# ---- usb_fifo_bridge ----
===== config.mk =====
export PLATFORM = sky130hd
export DESIGN_NAME = usb_fifo_bridge
export DESIGN_NICKNAME = d
export VERILOG_FILES = /design/src/rtl/usb_fifo_pkg.sv /design/src/rtl/usb_strobe_timer.sv /design/src/rtl/usb_fifo_bridge.sv
export SDC_FILE = /design/constraint.sdc
export NUM_CORES = 1
export LEC_CHECK = 0
export CAP_MARGIN = 20
export CORE_MARGIN = 8
export CORE_UTILIZATION = 42
export CTS_BUF_LIST = sky130_fd_sc_hd__clkbuf_16
export DETAILED_ROUTE_END_ITERATION = 7
export GPL_ROUTABILITY_DRIVEN = 0
export GPL_TIMING_DRIVEN = 0
export MAX_ROUTING_LAYER = met4
export PLACE_DENSITY = 0.72
export SYNTH_ARGS = -nofsm -noshare
export SYNTH_HDL_FRONTEND = slang
export SYNTH_SLANG_ARGS = --single-unit

===== constraint.sdc =====
create_clock -name clk -period 2.1 [get_ports clk]
set_input_delay 0.63 -clock clk [delete_from_list [all_inputs] [get_ports clk]]
set_output_delay 0.63 -clock clk [all_outputs]
set_load 0.005 [all_outputs]

===== src/rtl/usb_fifo_pkg.sv =====
// usb_fifo_pkg: shared states, default endpoint addresses, flag/strobe polarities and clog2 for the FX2 FIFO bridge
package usb_fifo_pkg;
  typedef enum logic [2:0] {IDLE, RX_SETUP, RX_WORD, TX_SETUP, TX_WORD, TX_PKTEND, TURN} state_t;
  localparam logic [1:0] DEF_RX_ADDR = 2'b00;
  localparam logic [1:0] DEF_TX_ADDR = 2'b10;
  localparam logic FLAG_ON = 1'b0;
  localparam logic STB_ON = 1'b0;
  localparam logic PTR_RX = 1'b0;
  localparam logic PTR_TX = 1'b1;
  function automatic int clog2(input int v);
    int r;
    r = 0;
    while ((1 << r) < v) r++;
    return r;
  endfunction
endpackage


===== src/rtl/usb_strobe_timer.sv =====
// usb_strobe_timer: TS_NUM word-period counter; run enables, hold freezes, start/last flag counts 0 and TS_NUM-1
module usb_strobe_timer #(
  parameter int TS_NUM = 4
) (
  input  logic clk,
  input  logic rst,
  input  logic run,
  input  logic hold,
  output logic start,
  output logic last
);
  logic [7:0] cnt;
  always_ff @(posedge clk)
    if (rst || !run) cnt <= '0;
    else if (!hold) cnt <= last ? '0 : cnt + 8'd1;
  assign start = cnt == 8'd0;
  assign last = cnt == 8'(TS_NUM - 1);
endmodule


===== src/rtl/usb_fifo_bridge.sv =====
// usb_fifo_bridge: FX2 slave-FIFO controller; FX2 flags/strobes/data pins <-> rx valid/ready stream and tx valid/ready/last stream, busy when not idle
module usb_fifo_bridge import usb_fifo_pkg::*; #(
  parameter int DATA_W = 16,
  parameter int TS_NUM = 4,
  parameter int BURST_MAX = 256,
  parameter logic [1:0] RX_ADDR = DEF_RX_ADDR,
  parameter logic [1:0] TX_ADDR = DEF_TX_ADDR,
  parameter int PKTEND_IDLE = 64
) (
  input  logic              clk,
  input  logic              rst,
  input  logic              usb_n_ept_rx,
  input  logic              usb_n_ful_tx,
  input  logic [DATA_W-1:0] usb_data_i,
  output logic [DATA_W-1:0] usb_data_o,
  output logic              usb_data_oe,
  output logic              usb_slcs,
  output logic              usb_sloe,
  output logic              usb_slrd,
  output logic              usb_slwr,
  output logic              usb_pktend,
  output logic [1:0]        usb_addr,
  output logic [DATA_W-1:0] rx_data,
  output logic              rx_valid,
  input  logic              rx_ready,
  input  logic [DATA_W-1:0] tx_data,
  input  logic              tx_last,
  input  logic              tx_valid,
  output logic              tx_ready,
  output logic              busy
);
  localparam int IW = clog2(PKTEND_IDLE + 2);
  state_t state, nxt;
  logic ptr, pend_q, last_q, start, last, hold;
  logic rx_has, tx_has, rx_pend, tx_pend, rx_word, tx_word, tx_side, tx_acc, strobe, burst_end, timeout;
  logic [10:0] burst;
  logic [IW-1:0] idle_cnt;
  usb_strobe_timer #(.TS_NUM(TS_NUM)) u_tmr (
    .clk(clk), .rst(rst), .run(rx_word || tx_word), .hold(hold), .start(start), .last(last)
  );
  assign rx_has = usb_n_ept_rx != FLAG_ON;
  assign tx_has = usb_n_ful_tx != FLAG_ON;
  assign rx_pend = rx_has && !rx_valid;
  assign tx_pend = tx_has && tx_valid;
  assign rx_word = state == RX_WORD;
  assign tx_word = state == TX_WORD;
  assign tx_side = state == TX_SETUP || tx_word || state == TX_PKTEND;
  assign tx_acc = tx_word && start && tx_valid && tx_has;
  assign strobe = (rx_word || tx_word) && last;
  assign burst_end = 12'(burst) >= 12'(BURST_MAX - 1);
  assign timeout = PKTEND_IDLE > 0 && pend_q && idle_cnt == IW'(PKTEND_IDLE - 1);
  assign hold = start && (rx_word ? (rx_valid && !rx_ready) || !rx_has : !tx_acc);
  assign tx_ready = tx_acc;
  assign usb_slcs = STB_ON;
  assign usb_sloe = !(state == RX_SETUP || rx_word);
  assign usb_slrd = !(rx_word && last);
  assign usb_slwr = !(tx_word && last);
  assign usb_pktend = state != TX_PKTEND;
  assign usb_addr = tx_side ? TX_ADDR : RX_ADDR;
  assign usb_data_oe = tx_side;
  assign busy = state != IDLE;
  always_comb begin
    nxt = state;
    unique case (state)
      IDLE:      nxt = rx_pend && (!tx_pend || ptr == PTR_RX) ? RX_SETUP : tx_pend ? TX_SETUP : timeout ? TX_PKTEND : IDLE;
      RX_SETUP:  nxt = RX_WORD;
      RX_WORD:   nxt = (start && !rx_has) || (last && (!rx_has || burst_end || (tx_pend && ptr == PTR_TX))) ? IDLE : RX_WORD;
      TX_SETUP:  nxt = TX_WORD;
      TX_WORD:   nxt = start && !tx_acc ? TURN : !last ? TX_WORD : last_q ? TX_PKTEND :
                       (!tx_has || burst_end || !tx_valid || (rx_pend && ptr == PTR_RX)) ? TURN : TX_WORD;
      TX_PKTEND: nxt = TURN;
      TURN:      nxt = IDLE;
      default:   nxt = IDLE;
    endcase
  end
  always_ff @(posedge clk)
    if (rst) begin
      state <= IDLE;
      ptr <= PTR_RX;
      pend_q <= 1'b0;
      last_q <= 1'b0;
      burst <= '0;
      idle_cnt <= '0;
      rx_valid <= 1'b0;
      rx_data <= '0;
      usb_data_o <= '0;
    end else begin
      state <= nxt;
      if (rx_word && nxt == IDLE) ptr <= PTR_TX;
      else if (tx_word && nxt != TX_WORD) ptr <= PTR_RX;
      pend_q <= state == TX_PKTEND ? 1'b0 : (tx_word && last) ? 1'b1 : pend_q;
      burst <= (state == RX_SETUP || state == TX_SETUP) ? '0 : (strobe && 12'(burst) < 12'(BURST_MAX)) ? burst + 11'd1 : burst;
      idle_cnt <= (state == IDLE && nxt == IDLE) ? idle_cnt + 1'b1 : '0;
      if (rx_word && last) begin
        rx_data <= usb_data_i;
        rx_valid <= 1'b1;
      end else if (rx_ready) rx_valid <= 1'b0;
      if (tx_acc) begin
        usb_data_o <= tx_data;
        last_q <= tx_last;
      end
    end
endmodule


# ---- arbitro_memoria ----
**src/rtl/arbitro_memoria.sv**
```systemverilog
// ---------------------------------------------------------------------------
// arbitro_memoria
//
// Arbiter that shares one single-port memory between the CPU instruction
// fetch and the MEM-stage data port. An access takes three cycles:
//   cycle 0  request seen in IDLE, grant registered
//   cycle 1  strobe (lerMem / escMem) and address on the memory bus
//   cycle 2  ready pulse with captured read data; no grant in this cycle
// Data requests win over fetches. A 2-bit starvation counter forces a fetch
// grant after two back-to-back data grants while a fetch is waiting.
//
// Optional feature (define ARB_IBUF_EN): a one-entry fetch buffer holding
// the last word fetched from memory. A repeat fetch of that word is answered
// from the buffer in one cycle with no memory strobe, provided no data
// request is pending. A store to the buffered word invalidates it.
//
// Ports
//   clock, reset        rising-edge clock, asynchronous active-high reset
//   i_req/i_addr        fetch request (held until i_ready) and PC
//   i_rdata/i_ready     fetched word, valid during the one-cycle i_ready pulse
//   d_req/d_we/d_addr   data request (held until d_ready), 1=store, address
//   d_wdata             store data
//   d_rdata/d_ready     load data, valid during the one-cycle d_ready pulse
//   address/dadoW       registered memory address (word aligned) / write data
//   lerMem/escMem       registered read / write strobes, never both high
//   Mem_out             memory read data, captured at the end of a read cycle
//   align_err           sticky: some granted address had bits[1:0] != 0
// ---------------------------------------------------------------------------
module arbitro_memoria (
    input  logic        clock,
    input  logic        reset,
    input  logic        i_req,
    input  logic [31:0] i_addr,
    output logic [31:0] i_rdata,
    output logic        i_ready,
    input  logic        d_req,
    input  logic        d_we,
    input  logic [31:0] d_addr,
    input  logic [31:0] d_wdata,
    output logic [31:0] d_rdata,
    output logic        d_ready,
    output logic [31:0] address,
    output logic [31:0] dadoW,
    output logic        lerMem,
    output logic        escMem,
    input  logic [31:0] Mem_out,
    output logic        align_err
);

    typedef enum logic [1:0] {
        IDLE = 2'd0,
        I_RD = 2'd1,
        D_RD = 2'd2,
        D_WR = 2'd3
    } state_t;

    state_t      state, state_n;
    logic [1:0]  starve_cnt, starve_n;
    logic [31:0] address_n, dadoW_n, i_rdata_n, d_rdata_n;
    logic        lerMem_n, escMem_n, i_ready_n, d_ready_n, align_n;

    logic        idle_open;
    logic        grant_d, grant_i;
    logic [31:0] d_word, i_word;

`ifdef ARB_IBUF_EN
    logic        ibuf_valid, ibuf_valid_n;
    logic [29:0] ibuf_tag, ibuf_tag_n;
    logic [31:0] ibuf_word, ibuf_word_n;
    logic        ibuf_hit;
`endif

    // A ready pulse marks the cycle after completion; arbitration is held
    // off then so a requester still holding its req is not granted twice.
    assign idle_open = !i_ready && !d_ready;

    // Data has priority unless the fetch has already lost two grants in a row.
    assign grant_d = d_req && !(i_req && (starve_cnt == 2'd2));
    assign grant_i = i_req && !grant_d;

    // Accesses always go out word aligned, even when the request was not.
    assign d_word = {d_addr[31:2], 2'b00};
    assign i_word = {i_addr[31:2], 2'b00};

`ifdef ARB_IBUF_EN
    // Buffer service is only taken when the data port is quiet, so a pending
    // data access is never delayed behind a buffer hit.
    assign ibuf_hit = ibuf_valid && (ibuf_tag == i_addr[31:2]) && !d_req;
`endif

    // -----------------------------------------------------------------------
    // Next-state and registered-output logic
    // -----------------------------------------------------------------------
    always_comb begin
        state_n   = state;
        starve_n  = i_req ? starve_cnt : 2'd0;
        address_n = address;
        dadoW_n   = dadoW;
        lerMem_n  = lerMem;
        escMem_n  = escMem;
        i_ready_n = 1'b0;
        d_ready_n = 1'b0;
        i_rdata_n = i_rdata;
        d_rdata_n = d_rdata;
        align_n   = align_err;
`ifdef ARB_IBUF_EN
        ibuf_valid_n = ibuf_valid;
        ibuf_tag_n   = ibuf_tag;
        ibuf_word_n  = ibuf_word;
`endif

        case (state)
            IDLE: begin
                if (idle_open && grant_d) begin
                    address_n = d_word;
                    if (d_addr[1:0] != 2'b00)
                        align_n = 1'b1;
                    // Count data grants that overtook a waiting fetch.
                    if (i_req && (starve_cnt != 2'd2))
                        starve_n = starve_cnt + 2'd1;
                    if (d_we) begin
                        escMem_n = 1'b1;
                        dadoW_n  = d_wdata;
                        state_n  = D_WR;
`ifdef ARB_IBUF_EN
                        if (ibuf_tag == d_addr[31:2])
                            ibuf_valid_n = 1'b0;
`endif
                    end else begin
                        lerMem_n = 1'b1;
                        state_n  = D_RD;
                    end
                end else if (idle_open && grant_i) begin
                    if (i_addr[1:0] != 2'b00)
                        align_n = 1'b1;
                    starve_n = 2'd0;
`ifdef ARB_IBUF_EN
                    if (ibuf_hit) begin
                        i_ready_n = 1'b1;
                        i_rdata_n = ibuf_word;
                    end else begin
                        address_n = i_word;
                        lerMem_n  = 1'b1;
                        state_n   = I_RD;
                    end
`else
                    address_n = i_word;
                    lerMem_n  = 1'b1;
                    state_n   = I_RD;
`endif
                end
            end

            I_RD: begin
                i_rdata_n = Mem_out;
                i_ready_n = 1'b1;
                lerMem_n  = 1'b0;
                state_n   = IDLE;
`ifdef ARB_IBUF_EN
                ibuf_valid_n = 1'b1;
                ibuf_tag_n   = address[31:2];
                ibuf_word_n  = Mem_out;
`endif
            end

            D_RD: begin
                d_rdata_n = Mem_out;
                d_ready_n = 1'b1;
                lerMem_n  = 1'b0;
                state_n   = IDLE;
            end

            D_WR: begin
                d_ready_n = 1'b1;
                escMem_n  = 1'b0;
                state_n   = IDLE;
            end

            default: begin
                lerMem_n = 1'b0;
                escMem_n = 1'b0;
                state_n  = IDLE;
            end
        endcase
    end

    // -----------------------------------------------------------------------
    // State and output registers. Reset abandons any access in flight: the
    // strobes and ready pulses drop immediately and no completion follows.
    // -----------------------------------------------------------------------
    always_ff @(posedge clock or posedge reset) begin
        if (reset) begin
            state      <= IDLE;
            starve_cnt <= 2'd0;
            address    <= 32'd0;
            dadoW      <= 32'd0;
            lerMem     <= 1'b0;
            escMem     <= 1'b0;
            i_ready    <= 1'b0;
            d_ready    <= 1'b0;
            i_rdata    <= 32'd0;
            d_rdata    <= 32'd0;
            align_err  <= 1'b0;
        end else begin
            state      <= state_n;
            starve_cnt <= starve_n;
            address    <= address_n;
            dadoW      <= dadoW_n;
            lerMem     <= lerMem_n;
            escMem     <= escMem_n;
            i_ready    <= i_ready_n;
            d_ready    <= d_ready_n;
            i_rdata    <= i_rdata_n;
            d_rdata    <= d_rdata_n;
            align_err  <= align_n;
        end
    end

`ifdef ARB_IBUF_EN
    always_ff @(posedge clock or posedge reset) begin
        if (reset) begin
            ibuf_valid <= 1'b0;
            ibuf_tag   <= 30'd0;
            ibuf_word  <= 32'd0;
        end else begin
            ibuf_valid <= ibuf_valid_n;
            ibuf_tag   <= ibuf_tag_n;
            ibuf_word  <= ibuf_word_n;
        end
    end
`endif

endmodule

```
**config.mk**
```make
export PLATFORM = sky130hd
export DESIGN_NAME = arbitro_memoria
export DESIGN_NICKNAME = d
export VERILOG_FILES = /design/src/rtl/arbitro_memoria.sv
export SDC_FILE = /design/constraint.sdc
export NUM_CORES = 1
export LEC_CHECK = 0
export CORE_MARGIN = 2
export CORE_UTILIZATION = 41
export CTS_CLUSTER_SIZE = 8
export DETAILED_ROUTE_END_ITERATION = 12
export GPL_ROUTABILITY_DRIVEN = 1
export PLACE_DENSITY = 0.8
export REMOVE_ABC_BUFFERS = 1
export SETUP_SLACK_MARGIN = 0.4
export SLEW_MARGIN = 20
export SYNTH_ARGS = -nofsm -noshare
export SYNTH_HDL_FRONTEND = slang
export SYNTH_SLANG_ARGS = --single-unit
```
**constraint.sdc**
```tcl
create_clock -name clock -period 5 [get_ports clock]
set_input_delay 0.5 -clock clock [delete_from_list [all_inputs] [get_ports clock]]
set_output_delay 0.5 -clock clock [all_outputs]
set_load 0.01 [all_outputs]
```
# ---- exc_responder_flat ----
$ cat src/rtl/exc_responder_if.sv
// Exception responder bus: exception sources and PC from the pipeline in,
// flush/redirect control and exception status out.
interface exc_responder_if;
    logic        EH_overflow;
    logic        EH_Invalid_addr;
    logic        EH_Div_zero;
    logic        EH_control;
    logic        EH_write2_0;
    logic [31:0] pc_in;
    logic        eret;
    logic        flush;
    logic        pc_redirect;
    logic [31:0] redirect_pc;
    logic [31:0] epc;
    logic [2:0]  cause;
    logic        in_handler;
    logic [7:0]  exc_count;
    logic        double_fault;

    // Pipeline side: drives the exception sources and observes the response
    modport master (
        output EH_overflow, EH_Invalid_addr, EH_Div_zero, EH_control, EH_write2_0,
        output pc_in, eret,
        input  flush, pc_redirect, redirect_pc, epc, cause, in_handler,
        input  exc_count, double_fault
    );

    // Responder side
    modport slave (
        input  EH_overflow, EH_Invalid_addr, EH_Div_zero, EH_control, EH_write2_0,
        input  pc_in, eret,
        output flush, pc_redirect, redirect_pc, epc, cause, in_handler,
        output exc_count, double_fault
    );
endinterface

$ cat src/rtl/exc_responder.sv
// Exception responder: on an accepted exception it saves the faulting PC and
// cause, flushes the pipeline for one cycle, redirects to the handler vector,
// and on eret redirects back to the saved PC. All outputs are registered.
module exc_responder #(
    parameter logic [31:0] HANDLER_VECTOR = 32'h0000_0180
) (
    input logic           clk,
    input logic           rst,
    exc_responder_if.slave bus
);

    typedef enum logic [2:0] {
        IDLE,
        FLUSH,
        REDIRECT,
        HANDLER,
        RETURN
    } state_t;

    state_t      state;
    logic        any_src;
    logic [2:0]  cause_next;
    logic        flush_q;
    logic        pc_redirect_q;
    logic [31:0] redirect_pc_q;
    logic [31:0] epc_q;
    logic [2:0]  cause_q;
    logic        in_handler_q;
    logic [7:0]  exc_count_q;
    logic        double_fault_q;

    assign any_src = bus.EH_overflow | bus.EH_Invalid_addr | bus.EH_Div_zero |
                     bus.EH_control  | bus.EH_write2_0;

    // Priority-encode the exception sources into a cause code
    always_comb begin
        cause_next = 3'd0;
        if (bus.EH_Invalid_addr)  cause_next = 3'd2;
        else if (bus.EH_Div_zero) cause_next = 3'd3;
        else if (bus.EH_overflow) cause_next = 3'd1;
        else if (bus.EH_control)  cause_next = 3'd4;
        else if (bus.EH_write2_0) cause_next = 3'd5;
    end

    // Sequencer: strobes default low each cycle and are raised only by the state that owns them
    always_ff @(posedge clk) begin
        if (rst) begin
            state          <= IDLE;
            flush_q        <= 1'b0;
            pc_redirect_q  <= 1'b0;
            redirect_pc_q  <= 32'd0;
            epc_q          <= 32'd0;
            cause_q        <= 3'd0;
            in_handler_q   <= 1'b0;
            exc_count_q    <= 8'd0;
            double_fault_q <= 1'b0;
        end else begin
            flush_q       <= 1'b0;
            pc_redirect_q <= 1'b0;
            redirect_pc_q <= 32'd0;
            in_handler_q  <= 1'b0;
            case (state)
                IDLE: begin
                    if (any_src) begin
                        epc_q   <= bus.pc_in;
                        cause_q <= cause_next;
                        if (exc_count_q != 8'd255) begin
                            exc_count_q <= exc_count_q + 8'd1;
                        end
                        flush_q <= 1'b1;
                        state   <= FLUSH;
                    end
                end
                FLUSH: begin
                    pc_redirect_q <= 1'b1;
                    redirect_pc_q <= HANDLER_VECTOR;
                    state         <= REDIRECT;
                end
                REDIRECT: begin
                    in_handler_q <= 1'b1;
                    state        <= HANDLER;
                end
                HANDLER: begin
                    if (any_src) begin
                        double_fault_q <= 1'b1;
                    end
                    if (bus.eret) begin
                        pc_redirect_q <= 1'b1;
                        redirect_pc_q <= epc_q;
                        state         <= RETURN;
                    end else begin
                        in_handler_q <= 1'b1;
                    end
                end
                RETURN: begin
                    state <= IDLE;
                end
                default: begin
                    state <= IDLE;
                end
            endcase
        end
    end

    assign bus.flush        = flush_q;
    assign bus.pc_redirect  = pc_redirect_q;
    assign bus.redirect_pc  = redirect_pc_q;
    assign bus.epc          = epc_q;
    assign bus.cause        = cause_q;
    assign bus.in_handler   = in_handler_q;
    assign bus.exc_count    = exc_count_q;
    assign bus.double_fault = double_fault_q;

endmodule

$ cat src/flat_wrapper.sv
// flat-port wrapper written by rule: the top's interface ports become plain ports
module exc_responder_flat 
#(
    parameter logic [31:0] HANDLER_VECTOR = 32'h0000_0180
)
  (clk, rst, bus_EH_overflow, bus_EH_Invalid_addr, bus_EH_Div_zero, bus_EH_control, bus_EH_write2_0, bus_pc_in, bus_eret, bus_flush, bus_pc_redirect, bus_redirect_pc, bus_epc, bus_cause, bus_in_handler, bus_exc_count, bus_double_fault);
  exc_responder_if bus_i ();
  input logic clk;
  input logic rst;
  input wire logic [$bits(bus_i.EH_overflow)-1:0] bus_EH_overflow;
  input wire logic [$bits(bus_i.EH_Invalid_addr)-1:0] bus_EH_Invalid_addr;
  input wire logic [$bits(bus_i.EH_Div_zero)-1:0] bus_EH_Div_zero;
  input wire logic [$bits(bus_i.EH_control)-1:0] bus_EH_control;
  input wire logic [$bits(bus_i.EH_write2_0)-1:0] bus_EH_write2_0;
  input wire logic [$bits(bus_i.pc_in)-1:0] bus_pc_in;
  input wire logic [$bits(bus_i.eret)-1:0] bus_eret;
  output wire logic [$bits(bus_i.flush)-1:0] bus_flush;
  output wire logic [$bits(bus_i.pc_redirect)-1:0] bus_pc_redirect;
  output wire logic [$bits(bus_i.redirect_pc)-1:0] bus_redirect_pc;
  output wire logic [$bits(bus_i.epc)-1:0] bus_epc;
  output wire logic [$bits(bus_i.cause)-1:0] bus_cause;
  output wire logic [$bits(bus_i.in_handler)-1:0] bus_in_handler;
  output wire logic [$bits(bus_i.exc_count)-1:0] bus_exc_count;
  output wire logic [$bits(bus_i.double_fault)-1:0] bus_double_fault;
  assign bus_i.EH_overflow = bus_EH_overflow;
  assign bus_i.EH_Invalid_addr = bus_EH_Invalid_addr;
  assign bus_i.EH_Div_zero = bus_EH_Div_zero;
  assign bus_i.EH_control = bus_EH_control;
  assign bus_i.EH_write2_0 = bus_EH_write2_0;
  assign bus_i.pc_in = bus_pc_in;
  assign bus_i.eret = bus_eret;
  assign bus_flush = bus_i.flush;
  assign bus_pc_redirect = bus_i.pc_redirect;
  assign bus_redirect_pc = bus_i.redirect_pc;
  assign bus_epc = bus_i.epc;
  assign bus_cause = bus_i.cause;
  assign bus_in_handler = bus_i.in_handler;
  assign bus_exc_count = bus_i.exc_count;
  assign bus_double_fault = bus_i.double_fault;
  exc_responder #(.HANDLER_VECTOR(HANDLER_VECTOR)) u_core (.clk(clk), .rst(rst), .bus(bus_i));
endmodule
$ cat config.mk
export PLATFORM = sky130hd
export DESIGN_NAME = exc_responder_flat
export DESIGN_NICKNAME = d
export VERILOG_FILES = /design/src/rtl/exc_responder_if.sv /design/src/rtl/exc_responder.sv /design/src/flat_wrapper.sv
export SDC_FILE = /design/constraint.sdc
export NUM_CORES = 1
export LEC_CHECK = 0
export ABC_AREA = 1
export CAP_MARGIN = 20
export CORE_UTILIZATION = 46
export DETAILED_ROUTE_END_ITERATION = 8
export GPL_TIMING_DRIVEN = 1
export PLACE_DENSITY = 0.85
export SKIP_CTS_REPAIR_TIMING = 1
export SYNTH_ARGS = -nofsm -noshare
export SYNTH_HDL_FRONTEND = slang
export SYNTH_SLANG_ARGS = --single-unit
export TNS_END_PERCENT = 100
$ cat constraint.sdc
create_clock -name clk -period 2 [get_ports clk]
set_clock_uncertainty 0.1 [all_clocks]
set_input_delay 0.2 -clock clk [delete_from_list [all_inputs] [get_ports clk]]
set_output_delay 0.2 -clock clk [all_outputs]
set_load 0.01 [all_outputs]
usb_fifo_bridge, met4 routing:
Scale bar: 20 microns.
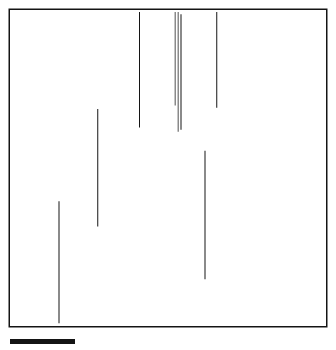
longest straight run = 39.4 microns
main direction = vertical
nets with wire on the layer = 7
wire length on this layer = 278 microns
share of all routed wire = 3.7%

usb_fifo_bridge, placement view:
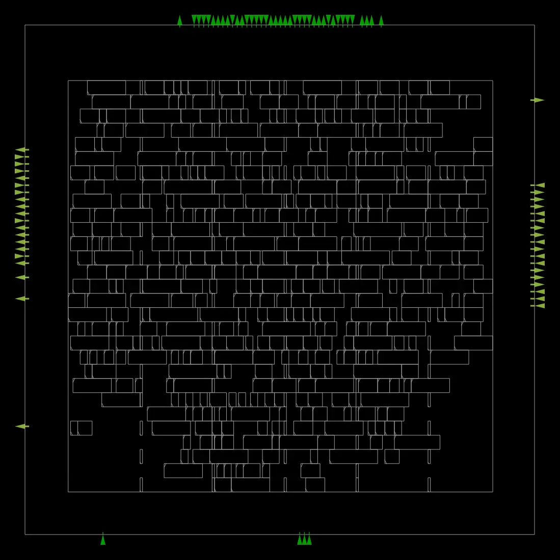
sequential cell area share: 31.38%
core area: 0.006422 sq mm
final core utilization: 64.93%
seq_cells: 65

==> Changelog: implementation, usb_fifo_bridge <==
### Implementation results

- Outcome: finished with violations
- Failing checks: negative setup slack
- Layout clock area frac: under 10%
- Final Setup Violations: 3
- Worst r2r src: state[2]
- Top cells, area: dfxtp_1 (46%), mux2i_1 (6.8%), nor2_1 (6.6%)
- Tap cells: between 70 and 80
- Final WS setup: -0.2565 ns
- Worst vdd ir: approximately 0.00056 V
- Post-synthesis area per instance: 8.735 sq um
- Final wirelength: 7627 microns
- Critical path class: reg2out
- Via/cell ratio: ~5
- Flip-flops with a built-in enable: 0
- Post-synthesis cell type count: 46
- CP endpoint: tx_ready
- Vias in the first global route: 2,748
- Hold Path Sink: burst[10]
- Sequential power: approximately 1.3 mW
- Layout cells sized above 1: between 15 and 20%
- Placement Setup Slack: -0.8920 ns
- Hold crit path type: reg2reg
- Wirelength per Cell: roughly 15 microns
- Clock net power: roughly 1.3 mW
- Buffer depth of the longest clock path: 2
- First-pass GRT wire length: about 13,000 microns
- Gr usage total: approximately 17%
- Synth Seq Share: a little under half
- Signal buffers: about 110
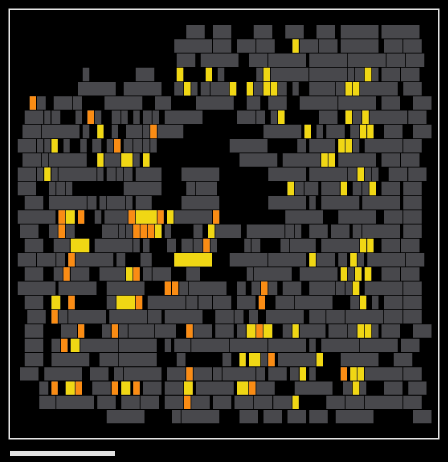
exc_responder_flat: gate-type map
Scale bar: 20 microns.
nor cells -> yellow  # cells 69, where all over the die
inv cells -> orange  # cells 38

==> Changelog: implementation, exc_responder_flat <==
### Implementation results

- Die Span X: 81.68 microns
- DRT iter0 DRCs: 174
- Post-Syn Instances: 344
- Fp_density: roughly half
- Hold Path Sink: u_core.bus.epc[28]
- Fmax: 595.8 MHz
- Worst r2r src: u_core.bus.exc_count[0]
- Vias in the first global route: 2,378
- Top cells excl fill/tap: clkdlybuf4s50_1 (118), dfxtp_1 (82), nand2_1 (60)
- CP Max Fanout: 7
- Crit share post-route: 83.92%
- Ys Warns: 0
- Vias: approximately 2,600
- Post-Place Cell Area: between 0.004 and 0.005 sq mm
- Synth Area in Compound Gates: around 11%
- DIE HEIGHT: roughly 82 microns
- Basic Gates by Area: around 22%
- Wirelength per Cell: about 13 microns
- Total power: around 3.6 mW
- M2 GR Usage: between 30% and 40%
- Layout clock buffers: 10
- Remaining DRCs: 0
- Outcome: finished clean
- Sequential power: about 1.8 mW
- RR Endpoint: u_core.bus.exc_count[1]
- R2R Setup Slk: about 0.43 ns
- Gate Area: ~1000 sq um
- #MultiIn Comb: between 200 and 250
- Final WS setup: ~0.32 ns
- Final wirelength: around 6900 microns
- FF-to-FF path depth: 8
- Mux share: 0%
- Detailed placer's ending HPWL: slightly below 5000 microns
- Number of max-cap violations: 0
- Routed met1 length: between 2000 and 3000 microns
- Root Buffer: clkbuf_8
- Worst EP arrival: between 1 and 1.5 ns
- Seq_cells: around 80
- Storage element area: roughly 0.0016 sq mm
- Layout cells sized above 1: just under 9%
- CP endpoint kind: output port
- Hold Startpoint: bus_pc_in[28]
- Std-Cell Rows: 28
- Clock share of power: between 30% and 40%
- Gr usage total: 20.92%
- Tap cells: approximately 75
- Htree depth: 3
- Power per Cell Area: roughly 850 mW/mm^2
- Post-layout nets: approximately 500
- Port buffer count: ~120
- Buffer depth of the longest clock path: 2
- Met3 Resource Use GR: 5.111%
- Via/cell ratio: around 4.8
- Commonest cells in the netlist: dfxtp_1 (82), nand2_1 (60), nor2_1 (54)
- First-pass GRT wire length: 10,620 microns
- P_leak: 1.710 nW
- Crit path launch type: flop
- DP Cell Count: approximately 530
- Signal buffers: 123
- Comb pwr share: 19.5%
- Tool warnings: 26
- RSZ-0062 raised after global routing: no
- Top_reg_cell synth: dfxtp_1
- Slew HR: 78.43%
- GPL Wtd Cong: around 0.80
- # Cells Yosys: around 340
- Layout Cells excl Fill: roughly 540
arbitro_memoria, cell classes on the final placement:
Scale bar: 20 microns. Fill, decap, tap and diode cells in gray.
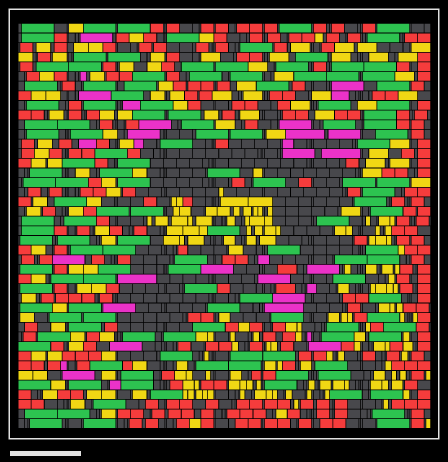
clock drivers and dummy loads -> magenta  # cells 32, share of their area 7.3%
remaining buffers and delay cells -> red  # cells 269, share of their area 31%
sequential cells -> green  # cells 135, share of their area 38%
combinational and other logic -> yellow  # cells 231, share of their area 23%

arbitro_memoria, metal layers overlaid:
Scale bar: 20 microns.
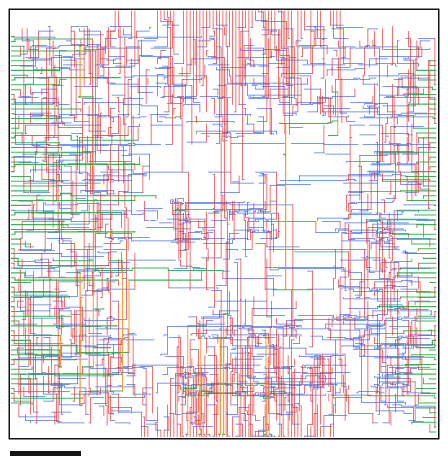
metal 2 -> red  # wire length 7,370 microns
metal 1 -> blue  # wire length 5,850 microns
metal 3 -> green  # wire length 1,670 microns
metal 4 -> orange  # wire length 427 microns

==> Changelog: implementation, arbitro_memoria <==
### Implementation results

- Synth Area in Compound Gates: roughly 8.8%
- Adder share: ~1.3%
- DP Cell Count: 811
- Post-cts resize count: 0
- Post-synthesis cell type count: 35
- Commonest cells in the netlist: dfrtp_1 (135), mux2_2 (64), nand2_1 (34)
- Port buffer count: around 260
- Top_reg_cell synth: dfrtp_1
- Crit path launch type: flop
- Slew HR: a little over a third
- Most frequent cell after synthesis: dfrtp_1
- Slew @ Worst Pin: approximately 0.96 ns
- Non-clk invs: 7
- Top-area cell type share of the netlist area: roughly 60%
- Clk ins delay skew pair: 0.41 ns
- Post-Place Cell Area: roughly 0.0084 sq mm
- Outcome: finished clean
- Power per Cell Area: approximately 680 mW/mm^2
- Gr ovfl total: 0
- Setup TNS: 0 ns
- Post-synthesis area per instance: 14.29 sq um
- Dominant kind of combinational cell: multiplexers
- Final wirelength: about 15,000 microns
- Synth Area in XOR/XNOR: 0%
- ANT cells: 0
- Ys Warns: 0
- Hold Path Sink: align_err
- Gate Area: just over 0.002 sq mm
- Placement Setup Slack: approximately 2.4 ns
- Htree depth: 4
- CP top delay family: simple AND/OR/NAND/NOR gates
- Final Setup Violations: 0
- Worst EP arrival: approximately 2.6 ns
- Hold Fails Final Rpt: 0
- Wirelength per Cell: roughly 18 microns
- Critical path class: reg2reg
- Top pwr grp: combinational cells
- Storage element area: 0.003378 sq mm
- Synth-to-layout area growth: 61.01%
- Worst hold slack: roughly 0.48 ns
- Basic Gates by Area: roughly 4.2%
- Sw Ratio: between 30% and 40%
- Met3 Resource Use GR: 10.05%

Power is estimated from default activity; no workload was simulated.
